=== design 1 ===
Fig. 1: design 1, routing congestion map
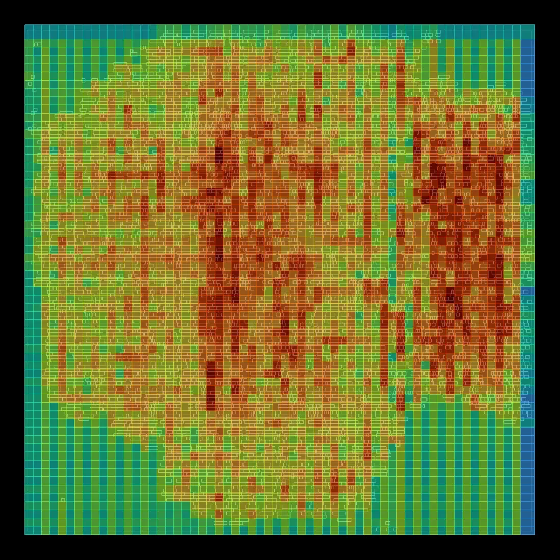

`config.mk`:
```
export PLATFORM = sky130hd
export DESIGN_NAME = graph_color_solver
export DESIGN_NICKNAME = d
export VERILOG_FILES = /design/src/rtl/graph_color_pkg.sv /design/src/rtl/graph_color_edge_ram.sv /design/src/rtl/graph_color_solver.sv
export SDC_FILE = /design/constraint.sdc
export NUM_CORES = 2
export LEC_CHECK = 0
export CORE_MARGIN = 2
export CORE_UTILIZATION = 41
export CTS_BUF_LIST = sky130_fd_sc_hd__clkbuf_8
export DETAILED_ROUTE_END_ITERATION = 10
export GPL_ROUTABILITY_DRIVEN = 1
export PLACE_DENSITY = 0.59
export SYNTH_ARGS = -nofsm -noshare
export SYNTH_HDL_FRONTEND = slang
export SYNTH_HIERARCHICAL = 1
export SYNTH_SLANG_ARGS = --single-unit
```
`constraint.sdc`:
```
create_clock -name clk -period 5 [get_ports clk]
set_input_delay 0.75 -clock clk [delete_from_list [all_inputs] [get_ports clk]]
set_output_delay 0.75 -clock clk [all_outputs]
set_load 0.02 [all_outputs]
```
`src/rtl/graph_color_pkg.sv`:
```
// Shared types and width helpers for the graph colouring solver.
// The optional VERIFY state is only reachable with GRAPH_COLOR_SOLVER_VERIFY_EN.
package graph_color_pkg;

    localparam int DEF_MAX_NODES = 64;
    localparam int DEF_MAX_EDGES = 128;
    localparam int DEF_N_COLORS  = 4;

    // Colour fields are never narrower than one bit.
    function automatic int min1_clog2(input int n);
        return (n <= 2) ? 1 : $clog2(n);
    endfunction

    localparam int DEF_CW = min1_clog2(DEF_N_COLORS);

    typedef logic [DEF_CW-1:0] color_t;

    typedef enum logic [2:0] {
        IDLE,
        SCAN,
        NEXTCOL,
        ADVANCE,
        BACKTRACK,
        VERIFY,
        DONE
    } state_t;

endpackage

```
`src/rtl/graph_color_edge_ram.sv`:
```
// Edge table: one synchronous write port, one combinational read port.
// Out-of-range writes are dropped; out-of-range reads return a (0,0) self-loop.
module graph_color_edge_ram #(
    parameter int DEPTH = 128,
    parameter int AW    = 8,
    parameter int DW    = 12
) (
    input  logic          clk,
    input  logic          we,
    input  logic [AW-1:0] waddr,
    input  logic [DW-1:0] wdata,
    input  logic [AW-1:0] raddr,
    output logic [DW-1:0] rdata
);

    localparam int IW = $clog2(DEPTH);

    logic [DW-1:0] mem [DEPTH];

    always_ff @(posedge clk) begin
        if (we && int'(waddr) < DEPTH) begin
            mem[waddr[IW-1:0]] <= wdata;
        end
    end

    assign rdata = (int'(raddr) < DEPTH) ? mem[raddr[IW-1:0]] : '0;

endmodule

```
`src/rtl/graph_color_solver.sv`:
```
// Backtracking map-colouring solver, one edge checked per cycle.
// Define GRAPH_COLOR_SOLVER_VERIFY_EN for a final re-check pass and err output.
module graph_color_solver
    import graph_color_pkg::*;
#(
    parameter int MAX_NODES = DEF_MAX_NODES,
    parameter int MAX_EDGES = DEF_MAX_EDGES,
    parameter int N_COLORS  = DEF_N_COLORS,
    localparam int NW = $clog2(MAX_NODES),
    localparam int EW = $clog2(MAX_EDGES + 1),
    localparam int CW = min1_clog2(N_COLORS)
) (
    input  logic                    clk,
    input  logic                    rst,
    input  logic                    cfg_we,
    input  logic [EW-1:0]           cfg_idx,
    input  logic [NW-1:0]           cfg_u,
    input  logic [NW-1:0]           cfg_v,
    input  logic [NW:0]             num_nodes,
    input  logic [EW-1:0]           num_edges,
    input  logic                    start,
    input  logic                    abort,
    output logic                    busy,
    output logic                    done,
    output logic                    found,
    output logic [MAX_NODES*CW-1:0] coloring
`ifdef GRAPH_COLOR_SOLVER_VERIFY_EN
    ,
    output logic                    err
`endif
);

    state_t state, nxt;

    logic [NW-1:0]                 node;
    logic [EW-1:0]                 ptr;
    logic [EW-1:0]                 ne;
    logic [NW:0]                   nn;
    logic [MAX_NODES-1:0][CW-1:0]  col;
    logic [2*NW-1:0]               rd;
    logic [NW-1:0]                 eu, ev;
    logic                          conflict;
    logic                          last_edge;
    logic                          last_node;
    logic                          top_col;

    graph_color_edge_ram #(
        .DEPTH (MAX_EDGES),
        .AW    (EW),
        .DW    (2*NW)
    ) u_ram (
        .clk   (clk),
        .we    (cfg_we & ~busy),
        .waddr (cfg_idx),
        .wdata ({cfg_u, cfg_v}),
        .raddr (ptr),
        .rdata (rd)
    );

    assign {eu, ev}  = rd;
    assign coloring  = col;
    assign last_edge = (ne == '0) || (ptr == ne - 1'b1);
    assign last_node = ({1'b0, node} == nn - 1'b1);
    assign top_col   = (col[node] == CW'(N_COLORS - 1));

    // Only edges back to already-coloured nodes can conflict.
    assign conflict = (ne != '0) && (
        (eu == node && ev < node && col[ev] == col[node]) ||
        (ev == node && eu < node && col[eu] == col[node]));

`ifdef GRAPH_COLOR_SOLVER_VERIFY_EN
    logic bad_edge;
    assign bad_edge = ({1'b0, eu} < nn) && ({1'b0, ev} < nn) &&
                      (eu != ev) && (col[eu] == col[ev]);
`endif

    always_ff @(posedge clk or posedge rst) begin
        if (rst) state <= IDLE;
        else     state <= nxt;
    end

    always_comb begin
        nxt = state;
        unique case (state)
            IDLE, DONE: begin
                if (start) nxt = (num_nodes == '0) ? DONE : SCAN;
                else       nxt = IDLE;
            end
            SCAN: begin
                if (conflict)       nxt = NEXTCOL;
                else if (last_edge) nxt = ADVANCE;
            end
            NEXTCOL: nxt = top_col ? BACKTRACK : SCAN;
            ADVANCE: begin
`ifdef GRAPH_COLOR_SOLVER_VERIFY_EN
                if (last_node) nxt = (ne == '0) ? DONE : VERIFY;
`else
                if (last_node) nxt = DONE;
`endif
                else           nxt = SCAN;
            end
            BACKTRACK: nxt = (node == '0) ? DONE : NEXTCOL;
`ifdef GRAPH_COLOR_SOLVER_VERIFY_EN
            VERIFY: if (last_edge) nxt = DONE;
`endif
            default: nxt = IDLE;
        endcase
        if (abort && busy) nxt = IDLE;
    end

    always_comb begin
        busy = 1'b0;
        done = 1'b0;
        unique case (state)
            SCAN, NEXTCOL, ADVANCE, BACKTRACK, VERIFY: busy = 1'b1;
            DONE:    done = 1'b1;
            default: ;
        endcase
    end

    always_ff @(posedge clk or posedge rst) begin
        if (rst) begin
            node  <= '0;
            ptr   <= '0;
            ne    <= '0;
            nn    <= '0;
            col   <= '0;
            found <= 1'b0;
`ifdef GRAPH_COLOR_SOLVER_VERIFY_EN
            err   <= 1'b0;
`endif
        end else if (abort && busy) begin
            found <= 1'b0;
            col   <= '0;
        end else begin
            unique case (state)
                IDLE, DONE: begin
                    if (start) begin
                        nn    <= num_nodes;
                        ne    <= num_edges;
                        node  <= '0;
                        ptr   <= '0;
                        col   <= '0;
                        found <= (num_nodes == '0);
`ifdef GRAPH_COLOR_SOLVER_VERIFY_EN
                        err   <= 1'b0;
`endif
                    end
                end
                SCAN: if (!conflict && !last_edge) ptr <= ptr + 1'b1;
                NEXTCOL: begin
                    if (!top_col) begin
                        col[node] <= col[node] + 1'b1;
                        ptr       <= '0;
                    end
                end
                ADVANCE: begin
                    ptr <= '0;
                    if (last_node) begin
`ifdef GRAPH_COLOR_SOLVER_VERIFY_EN
                        if (ne == '0) found <= 1'b1;
`else
                        found <= 1'b1;
`endif
                    end else begin
                        node <= node + 1'b1;
                        col[node + 1'b1] <= '0;
                    end
                end
                BACKTRACK: begin
                    col[node] <= '0;
                    if (node != '0) node <= node - 1'b1;
                end
`ifdef GRAPH_COLOR_SOLVER_VERIFY_EN
                VERIFY: begin
                    ptr <= ptr + 1'b1;
                    if (bad_edge) err <= 1'b1;
                    if (last_edge) found <= !(err || bad_edge);
                end
`endif
                default: ;
            endcase
        end
    end

endmodule

```
=== design 2 ===
==> src/rtl/delay_timer_arbiter.sv <==
// delay_timer_arbiter: one prescaled delay timer shared round-robin among NREQ requesters.
// Define DELAY_TIMER_ARBITER_CANCEL_EN to abort a run when the granted requester drops req.
module delay_timer_arbiter #(
    parameter int NREQ     = 4,
    parameter int TICK_DIV = 50000,
    parameter int DW       = 16
) (
    input  logic                 clk,
    input  logic                 aclr,
    input  logic [NREQ-1:0]      req,
    input  logic [NREQ*DW-1:0]   delay,
    output logic [NREQ-1:0]      gnt,
    output logic [NREQ-1:0]      done,
    output logic                 busy,
    output logic                 tick
);
    localparam int IW = $clog2(NREQ);
    localparam int PW = $clog2(TICK_DIV);
    localparam logic [PW-1:0] PMAX = PW'(TICK_DIV - 1);

    typedef enum logic [1:0] {IDLE, RUN, DONE} state_t;

    state_t        state;
    logic [PW-1:0] presc;
    logic [DW-1:0] cnt;
    logic [IW-1:0] last;
    logic [IW-1:0] nxt;
    logic          found;
    logic          fin;

    assign tick = (state == RUN) && (presc == PMAX);
    // a zero delay finishes without waiting for a tick
    assign fin  = (cnt == '0) || (tick && cnt == DW'(1));

    // lowest offset from last+1 wins, so scan offsets downward and let later hits override
    always_comb begin
        nxt   = last;
        found = 1'b0;
        for (int o = NREQ; o >= 1; o--) begin
            if (req[(int'(last) + o) % NREQ]) begin
                nxt   = IW'((int'(last) + o) % NREQ);
                found = 1'b1;
            end
        end
    end

    always_ff @(posedge clk or negedge aclr) begin
        if (!aclr) begin
            state <= IDLE;
            gnt   <= '0;
            done  <= '0;
            busy  <= 1'b0;
            presc <= '0;
            cnt   <= '0;
            last  <= IW'(NREQ - 1);
        end else begin
            done <= '0;
            case (state)
                IDLE: begin
                    if (found) begin
                        state <= RUN;
                        gnt   <= NREQ'(1) << nxt;
                        busy  <= 1'b1;
                        presc <= '0;
                        cnt   <= delay[int'(nxt)*DW +: DW];
                        last  <= nxt;
                    end
                end
                RUN: begin
                    presc <= (presc == PMAX) ? '0 : presc + 1'b1;
                    if (tick && cnt != '0) cnt <= cnt - 1'b1;
`ifdef DELAY_TIMER_ARBITER_CANCEL_EN
                    if ((req & gnt) == '0) begin
                        state <= IDLE;
                        gnt   <= '0;
                        busy  <= 1'b0;
                    end else if (fin) begin
                        state <= DONE;
                        done  <= gnt;
                        gnt   <= '0;
                    end
`else
                    if (fin) begin
                        state <= DONE;
                        done  <= gnt;
                        gnt   <= '0;
                    end
`endif
                end
                default: begin
                    state <= IDLE;
                    busy  <= 1'b0;
                end
            endcase
        end
    end
endmodule

==> config.mk <==
export PLATFORM = sky130hd
export DESIGN_NAME = delay_timer_arbiter
export DESIGN_NICKNAME = d
export VERILOG_FILES = /design/src/rtl/delay_timer_arbiter.sv
export SDC_FILE = /design/constraint.sdc
export NUM_CORES = 1
export LEC_CHECK = 0
export ABC_AREA = 1
export CAP_MARGIN = 40
export CELL_PAD_IN_SITES_DETAIL_PLACEMENT = 0
export CELL_PAD_IN_SITES_GLOBAL_PLACEMENT = 1
export CORE_MARGIN = 2
export CORE_UTILIZATION = 36
export DETAILED_ROUTE_END_ITERATION = 8
export PLACE_DENSITY = 0.83
export SYNTH_ARGS = -nofsm -noshare
export SYNTH_HDL_FRONTEND = slang
export SYNTH_SLANG_ARGS = --single-unit
==> constraint.sdc <==
create_clock -name clk -period 2.55 [get_ports clk]
set_input_delay 0.255 -clock clk [delete_from_list [all_inputs] [get_ports clk]]
set_output_delay 0.255 -clock clk [all_outputs]
set_load 0.01 [all_outputs]
=== design 3 ===
**src/rtl/note_effect_sequencer.sv**
```systemverilog
// note_effect_sequencer: programmable step sequencer for the music effects
// datapath. Plays a table of STEPS entries, each with a tone divider, an
// effect selection and a duration in beats. It produces the tone square wave
// (effects clk1), the tremolo LFO square wave (effects clk2) and the
// per-step effect enables. Every output is driven straight from a register.
module note_effect_sequencer #(
    parameter int ADDR_W   = 3,
    parameter int DIV_W    = 12,
    parameter int BEAT_W   = 16,
    parameter int TREM_DIV = 64
) (
    input  logic              clk,
    input  logic              rst,
    input  logic              wr_en,
    input  logic [ADDR_W-1:0] wr_addr,
    input  logic [DIV_W+3:0]  wr_data,
    input  logic              start,
    input  logic              stop,
    input  logic              loop_en,
    input  logic [BEAT_W-1:0] beat_len,
    output logic              tone_o,
    output logic              lfo_o,
    output logic              octave_dena_o,
    output logic              octave_uena_o,
    output logic              tremolo_ena_o,
    output logic              busy,
    output logic [ADDR_W-1:0] step_o,
    output logic              done
);

    localparam int STEPS = 2 ** ADDR_W;
    localparam int LFO_W = (TREM_DIV > 1) ? $clog2(TREM_DIV) : 1;
    localparam logic [LFO_W-1:0]  LFO_LAST  = LFO_W'(TREM_DIV - 1);
    localparam logic [ADDR_W-1:0] STEP_LAST = '1;

    typedef enum logic [1:0] {IDLE, LOAD, PLAY, DONE} state_t;

    state_t              state_q, state_d;
    logic [DIV_W+3:0]    table_q [STEPS];
    logic [ADDR_W-1:0]   step_q, step_d;
    logic [DIV_W-1:0]    div_q, div_d;
    logic [1:0]          eff_q, eff_d;
    logic [1:0]          dur_q, dur_d;
    logic [DIV_W-1:0]    tcnt_q, tcnt_d;
    logic [LFO_W-1:0]    lcnt_q, lcnt_d;
    logic [BEAT_W-1:0]   bcnt_q, bcnt_d;
    logic [1:0]          beats_q, beats_d;
    logic                tone_q, tone_d;
    logic                lfo_q, lfo_d;
    logic                od_q, od_d;
    logic                ou_q, ou_d;
    logic                tr_q, tr_d;
    logic                busy_q, busy_d;
    logic                done_q, done_d;

    logic [DIV_W+3:0]    entry;
    logic [DIV_W-1:0]    entry_div;
    logic [1:0]          entry_eff;
    logic [BEAT_W-1:0]   bl_last;
    logic                go_idle;
    logic                step_end;

    // Step table: written at any time, cleared by reset.
    always_ff @(posedge clk) begin
        if (rst) begin
            for (int i = 0; i < STEPS; i++) table_q[i] <= '0;
        end else if (wr_en) begin
            table_q[wr_addr] <= wr_data;
        end
    end

    // State and datapath registers.
    always_ff @(posedge clk) begin
        if (rst) begin
            state_q <= IDLE;
            step_q  <= '0;
            div_q   <= '0;
            eff_q   <= '0;
            dur_q   <= '0;
            tcnt_q  <= '0;
            lcnt_q  <= '0;
            bcnt_q  <= '0;
            beats_q <= '0;
            tone_q  <= 1'b0;
            lfo_q   <= 1'b0;
            od_q    <= 1'b0;
            ou_q    <= 1'b0;
            tr_q    <= 1'b0;
            busy_q  <= 1'b0;
            done_q  <= 1'b0;
        end else begin
            state_q <= state_d;
            step_q  <= step_d;
            div_q   <= div_d;
            eff_q   <= eff_d;
            dur_q   <= dur_d;
            tcnt_q  <= tcnt_d;
            lcnt_q  <= lcnt_d;
            bcnt_q  <= bcnt_d;
            beats_q <= beats_d;
            tone_q  <= tone_d;
            lfo_q   <= lfo_d;
            od_q    <= od_d;
            ou_q    <= ou_d;
            tr_q    <= tr_d;
            busy_q  <= busy_d;
            done_q  <= done_d;
        end
    end

    // Next-state, counters and registered-output decode.
    always_comb begin
        state_d  = state_q;
        step_d   = step_q;
        div_d    = div_q;
        eff_d    = eff_q;
        dur_d    = dur_q;
        tcnt_d   = tcnt_q;
        lcnt_d   = lcnt_q;
        bcnt_d   = bcnt_q;
        beats_d  = beats_q;
        tone_d   = tone_q;
        lfo_d    = lfo_q;
        od_d     = od_q;
        ou_d     = ou_q;
        tr_d     = tr_q;
        busy_d   = busy_q;
        done_d   = 1'b0;
        go_idle  = 1'b0;
        step_end = 1'b0;

        entry     = table_q[step_q];
        entry_div = entry[DIV_W-1:0];
        entry_eff = entry[DIV_W+1:DIV_W];
        // A beat length of zero behaves as one cycle per beat.
        bl_last   = (beat_len == '0) ? '0 : beat_len - 1'b1;

        case (state_q)
            IDLE: begin
                if (start && !stop) begin
                    state_d = LOAD;
                    step_d  = '0;
                    busy_d  = 1'b1;
                end
            end

            LOAD: begin
                if (stop) begin
                    go_idle = 1'b1;
                end else begin
                    div_d   = entry_div;
                    eff_d   = entry_eff;
                    dur_d   = entry[DIV_W+3:DIV_W+2];
                    tcnt_d  = '0;
                    lcnt_d  = '0;
                    bcnt_d  = '0;
                    beats_d = '0;
                    tone_d  = 1'b0;
                    lfo_d   = 1'b0;
                    // Rests carry no effect.
                    od_d    = (entry_div != '0) && (entry_eff == 2'b01);
                    ou_d    = (entry_div != '0) && (entry_eff == 2'b10);
                    tr_d    = (entry_div != '0) && (entry_eff == 2'b11);
                    state_d = PLAY;
                end
            end

            PLAY: begin
                if (stop) begin
                    go_idle = 1'b1;
                end else begin
                    if (div_q != '0) begin
                        if (tcnt_q == div_q - 1'b1) begin
                            tcnt_d = '0;
                            tone_d = ~tone_q;
                        end else begin
                            tcnt_d = tcnt_q + 1'b1;
                        end
                    end

                    if (lcnt_q == LFO_LAST) begin
                        lcnt_d = '0;
                        lfo_d  = ~lfo_q;
                    end else begin
                        lcnt_d = lcnt_q + 1'b1;
                    end

                    // >= keeps the beat counter sane if beat_len shrinks mid-beat.
                    if (bcnt_q >= bl_last) begin
                        bcnt_d = '0;
                        if (beats_q == dur_q) begin
                            step_end = 1'b1;
                        end else begin
                            beats_d = beats_q + 1'b1;
                        end
                    end else begin
                        bcnt_d = bcnt_q + 1'b1;
                    end

                    if (step_end) begin
                        tone_d = 1'b0;
                        lfo_d  = 1'b0;
                        od_d   = 1'b0;
                        ou_d   = 1'b0;
                        tr_d   = 1'b0;
                        if (step_q != STEP_LAST) begin
                            step_d  = step_q + 1'b1;
                            state_d = LOAD;
                        end else if (loop_en) begin
                            step_d  = '0;
                            state_d = LOAD;
                        end else begin
                            step_d  = '0;
                            busy_d  = 1'b0;
                            done_d  = 1'b1;
                            state_d = DONE;
                        end
                    end
                end
            end

            DONE: begin
                state_d = IDLE;
            end

            default: begin
                state_d = IDLE;
            end
        endcase

        // Abort: silence everything on the same edge, no done pulse.
        if (go_idle) begin
            state_d = IDLE;
            step_d  = '0;
            tone_d  = 1'b0;
            lfo_d   = 1'b0;
            od_d    = 1'b0;
            ou_d    = 1'b0;
            tr_d    = 1'b0;
            busy_d  = 1'b0;
        end
    end

    assign tone_o        = tone_q;
    assign lfo_o         = lfo_q;
    assign octave_dena_o = od_q;
    assign octave_uena_o = ou_q;
    assign tremolo_ena_o = tr_q;
    assign busy          = busy_q;
    assign step_o        = step_q;
    assign done          = done_q;

endmodule

```
**config.mk**
```make
export PLATFORM = sky130hd
export DESIGN_NAME = note_effect_sequencer
export DESIGN_NICKNAME = d
export VERILOG_FILES = /design/src/rtl/note_effect_sequencer.sv
export SDC_FILE = /design/constraint.sdc
export NUM_CORES = 1
export LEC_CHECK = 0
export CELL_PAD_IN_SITES_DETAIL_PLACEMENT = 1
export CELL_PAD_IN_SITES_GLOBAL_PLACEMENT = 1
export CORE_UTILIZATION = 52
export CTS_CLUSTER_DIAMETER = 60
export DETAILED_ROUTE_END_ITERATION = 8
export DONT_BUFFER_PORTS = 1
export MAX_ROUTING_LAYER = met4
export PLACE_DENSITY = 0.9
export SYNTH_ARGS = -nofsm -noshare
export SYNTH_HDL_FRONTEND = slang
export SYNTH_SLANG_ARGS = --single-unit
```
**constraint.sdc**
```tcl
create_clock -name clk -period 4.5 [get_ports clk]
set_input_delay 0.9 -clock clk [delete_from_list [all_inputs] [get_ports clk]]
set_output_delay 0.9 -clock clk [all_outputs]
set_load 0.1 [all_outputs]
```
Fig. 2: design 1, placed cells, one color a class
Scale: 1 px per µm. Fill, decap, tap and diode cells in gray.
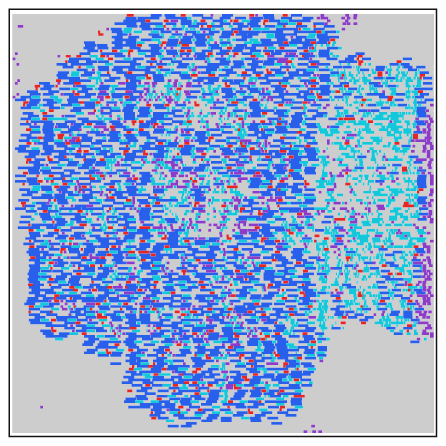
cyan -> combinational and other logic  # cells 2375, share of their area 25%
blue -> sequential cells  # cells 1697, share of their area 59%
purple -> remaining buffers and delay cells  # cells 867, share of their area 9.6%
red -> clock drivers and dummy loads  # cells 514, share of their area 6.3%
Core Footprint: 176500 µm²
flop share of the area: 0.5673
post-layout instance area: 88440 µm²

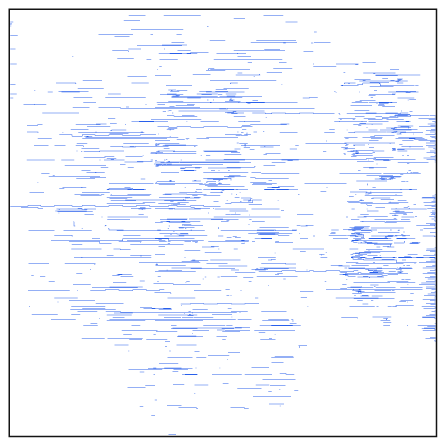
Fig. 3. The metal 3 layer (design 1).
Scale: 1 px per µm.
share of all routed wire = 7.8%
wire length on this layer = 18200 µm
nets with wire on the layer = 729
longest straight run = 143 µm
main direction = horizontal
total wire length: 234200 µm
Via Count: 46250
met3 track demand over resource in global routing: 0.05050

About Fig. 1:
post-detailed-route wirelength per cell: 30.03 µm
global-route track usage on met1: 0.3391
total track usage: 0.2555
Most Crowded Layer GR: met2
met2 Track Usage GR: 0.4085

==> commit_impl_results.txt, design 1 <==
Store results of the implementation flow

* Setup crit end: ptr[4]$_DFFE_PP0P_
- For this run, the final setup violation count is recorded as 10.
- In this run, post-CTS hold repair placed 0 buffers.
* Critical-path maximum fanout: 23
- The number of nets in the synthesized netlist is 4440.
* Run status: finished, violations left
* Bufs w/o clock: 867
- Violations in the final reports: setup timing
* Tap cell count: 2340
* Yosys Chip Area: approximately 73000 µm²
- Cells traversed along the worst timing path: buf_6 -> buf_16 -> buf_16 -> buf_4 -> mux2i_1 -> a221oi_1 -> o21ai_2 -> a21oi_2 -> nor3_1 -> buf_4 -> a31oi_4 -> buf_12 -> mux4_1 -> mux4_2 -> mux4_2 -> xor2_2 -> nand3_2 -> o31ai_4 -> buf_4 -> nand3b_1 -> a311o_1
- Number of cell rows: 154
- Vert. Die Dim: 425.7 µm
- Post-detailed-placement cell area: 81560 µm²
* Post-route worst setup slack: -0.4864 ns
- Hold analysis shows the worst path with a depth of 1.
* Synth cell types: 81
design 1: kinds of logic after synthesis:
kind of cell | after synthesis | share of synthesized area
AND-OR/OR-AND | 741 | 0.07278
XOR/XNOR | 28 | 0.003467
adder cells (fa/ha/maj) | 20 | 0.003432
buffers and inverters | 337 | 0.02286
flip-flops | 1697 | 0.6879
multiplexers | 708 | 0.1551
AND/OR/NAND/NOR | 849 | 0.05450
design 1: routing by layer:
metal	global-route usage	routed length, µm	up-vias
li1	-	-	19570
met1	0.3391	93480	23950
met2	0.4085	111200	2201
met3	0.05050	18220	525
met4	0.1139	11340	2
met5	0	13	-
design 1: power by group:
group / total [mW] / switching [mW] / leakage [nW] / internal [mW]
clock network: 11.8 / 5.59 / 3.06 / 6.18
registers: 15.8 / 0.249 / 16.0 / 15.6
logic: 13.8 / 7.43 / 11.2 / 6.37
total: 41.4 / 13.3 / 30.2 / 28.1
design 1: state kept, by name, summed over array words and instances, names as in the netlist:
signal and count:
coloring 128, u_ram/mem 1536, ptr 8, state 3, node 6, found 1
ne 8, nn 7
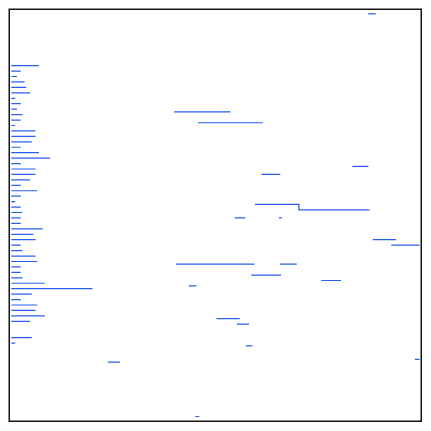
Fig. 4. The metal 3 layer (design 2).
Scale: 4 px per µm.
main direction = horizontal
longest straight run = 20.0 µm
Via Count: 3425
total wire length: 9111 µm
met3 track demand over resource in global routing: 0.02644

==> commit_impl_results.txt, design 2 <==
Store results of the implementation flow

* Run status: finished clean
* Number of cell rows: 36
- Share of the core filled by cells before placement: 0.3652
* Critical-path maximum fanout: 5
* Required time of the critical path: approximately 2.3 ns
- Die area: 10540 µm²
- At floorplan, the net count of the design was reported as 588.
- Total track usage: 0.1830
* Final Max-Slew Violation Tally: 0
* Fraction of the mapped netlist area in simple logic gates: 0.4439
- Vert. Die Dim: 102.7 µm
* Setup repair after global routing missed its margin: false
- The critical path is of the flop to output port type.
* Remaining Overflow, GRT: 0
- On met2, the global router reports a usage of 0.3157.
* Kind of cell adding the most delay to the critical path: simple AND/OR/NAND/NOR gates
* Avg Vias per Cell: 4.724
* Root buffer cell: clkbuf_8
* Commonest Layout Cell: nand2_1
- In the Yosys report the total cell count is 514.
- Looking at the gate-level netlist, the highest instance count belongs to nand2_1.
- At the end of the flow the core is filled with cells to 0.4684.
* EDFF count, synth: 0
design 2: where the power goes:
part / switching, mW / internal (mW)
Sequential: 0.127 / 0.821
Clock: 0.276 / 0.301
Combinational: 0.522 / 0.384
Total: 0.925 / 1.51
design 2: sequential cells by signal, summed over array words and instances, names as in the netlist:
| signal | cells |
|---|---|
| presc | 16 |
| gnt | 4 |
| state | 2 |
| done | 4 |
| cnt | 16 |
| busy | 1 |
| last | 2 |
design 2: cell families (layout without fill, tap and decap cells):
group	after synthesis	in the layout
AND-OR/OR-AND	67	67
XOR/XNOR	4	4
adder cells (fa/ha/maj)	4	4
buffers and inverters	64	142
flip-flops	45	45
AND/OR/NAND/NOR	330	330
design 2: how the worst min path moves through the flow:
stage / to / slack, ns / depth (start not counted)
floorplan: busy$_DFFE_PN0P_ / -0.04 / 0
global placement: presc[2]$_DFFE_PN0P_ / 0.27 / 1
finish: presc[2]$_DFFE_PN0P_ / 0.47 / 2
CTS: presc[2]$_DFFE_PN0P_ / 0.46 / 2
global route: presc[2]$_DFFE_PN0P_ / 0.51 / 2
detailed placement: presc[2]$_DFFE_PN0P_ / 0.27 / 1
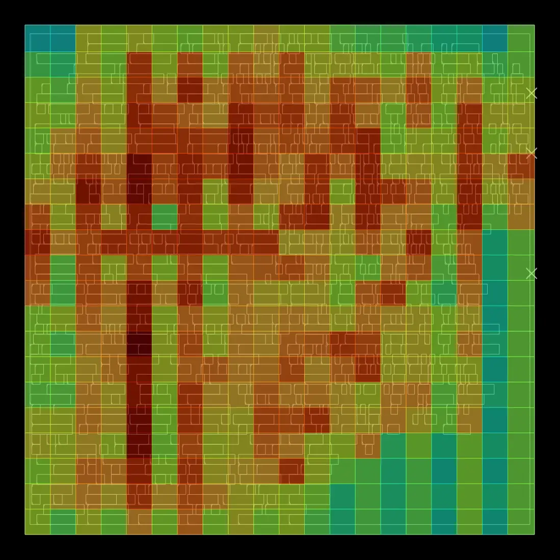
Fig. 5. Routing congestion map (design 3).
total track usage: 0.2870
met2 Track Usage GR: 0.5135

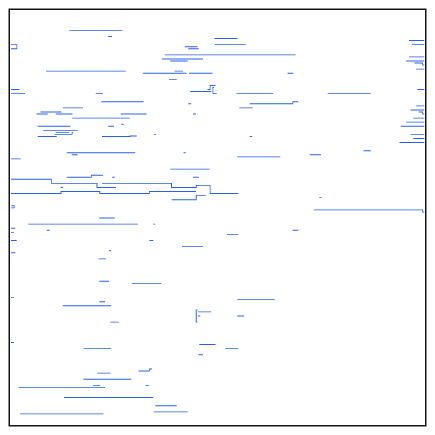
Fig. 6. The metal 3 layer (design 3).
Scale: 3 px per µm.
share of all routed wire = 3.8%
nets with wire on the layer = 74
main direction = horizontal
met3 track demand over resource in global routing: 0.04157
total wire length: 25280 µm
Via Count: 6599

==> commit_impl_results.txt, design 3 <==
Store results of the implementation flow

* TritonCTS buffer count: 17
* Yosys Chip Area: 9671 µm²
- Post-route worst setup slack: 0.3820 ns
- The count of buffers added on input and output ports is 0.
- The number of clock sinks came to 193.
- Run status: finished, violations left
- Placer Congestion: roughly 0.81
- Required time of the critical path: 4.78 ns
- Violations in the final reports: DRC
* Min Hold Slack: between 0.4 and 0.5 ns
* Number of remaining DRC errors: 6
- Per the layout area report, the combinational gate area comes to 4323 µm².
* Most numerous logic cells after layout: 132 x and2_1, 128 x edfxtp_1, 84 x nor2_1
* Kind of cell adding the most delay to the critical path: AND-OR/OR-AND gates
* Final setup skew: between 0.01 and 0.015 ns
- Multi-In Gates: roughly 590
* TritonCTS clock tree: built
- Synth cell types: 63
- Entering global routing, the biggest net connects 31 pins.
==> design 3: power breakdown <==
group | total [mW] | leakage (nW) | switching (mW) | internal (mW)
clock | 1.49 | 0.265 | 0.713 | 0.777
combinational | 0.641 | 1.66 | 0.392 | 0.249
sequential | 2.12 | 1.75 | 0.121 | 2.00
total | 4.25 | 3.68 | 1.23 | 3.03
==> design 3: sequential cells by signal (all words and copies together), names as in the netlist, 2 cells and up, named ones only <==
name     count
state_q      2
div_q       12
bcnt_q      16
lcnt_q       6
dur_q        2
beats_q      2
step_o       3
tcnt_q      12
table_q    128
==> design 3: cell usage after synthesis (16+ instances only) <==
library cell  instances
and2_1              132
clkbuf_1             27
dfxtp_1              65
edfxtp_1            128
ha_1                 28
inv_1                16
mux2i_1              20
mux4_2               32
nand2_1              52
nand4_1              18
nor2_1               84
nor3_1               17
xnor2_1              26
xor2_1               30
==> design 3: cells by family after synthesis <==
group / count (synthesis) / share of synthesized area
and+or+nand+nor: 362 / 0.1980
DFF: 193 / 0.5320
AOI/OAI and AO/OA: 87 / 0.06547
xor gates and xnor gates: 56 / 0.05072
muxes: 53 / 0.09639
buffers and inverters: 50 / 0.02122
adders and majority gates: 28 / 0.03623

Power figures rest on the tool's default switching activity, not on a simulated workload.
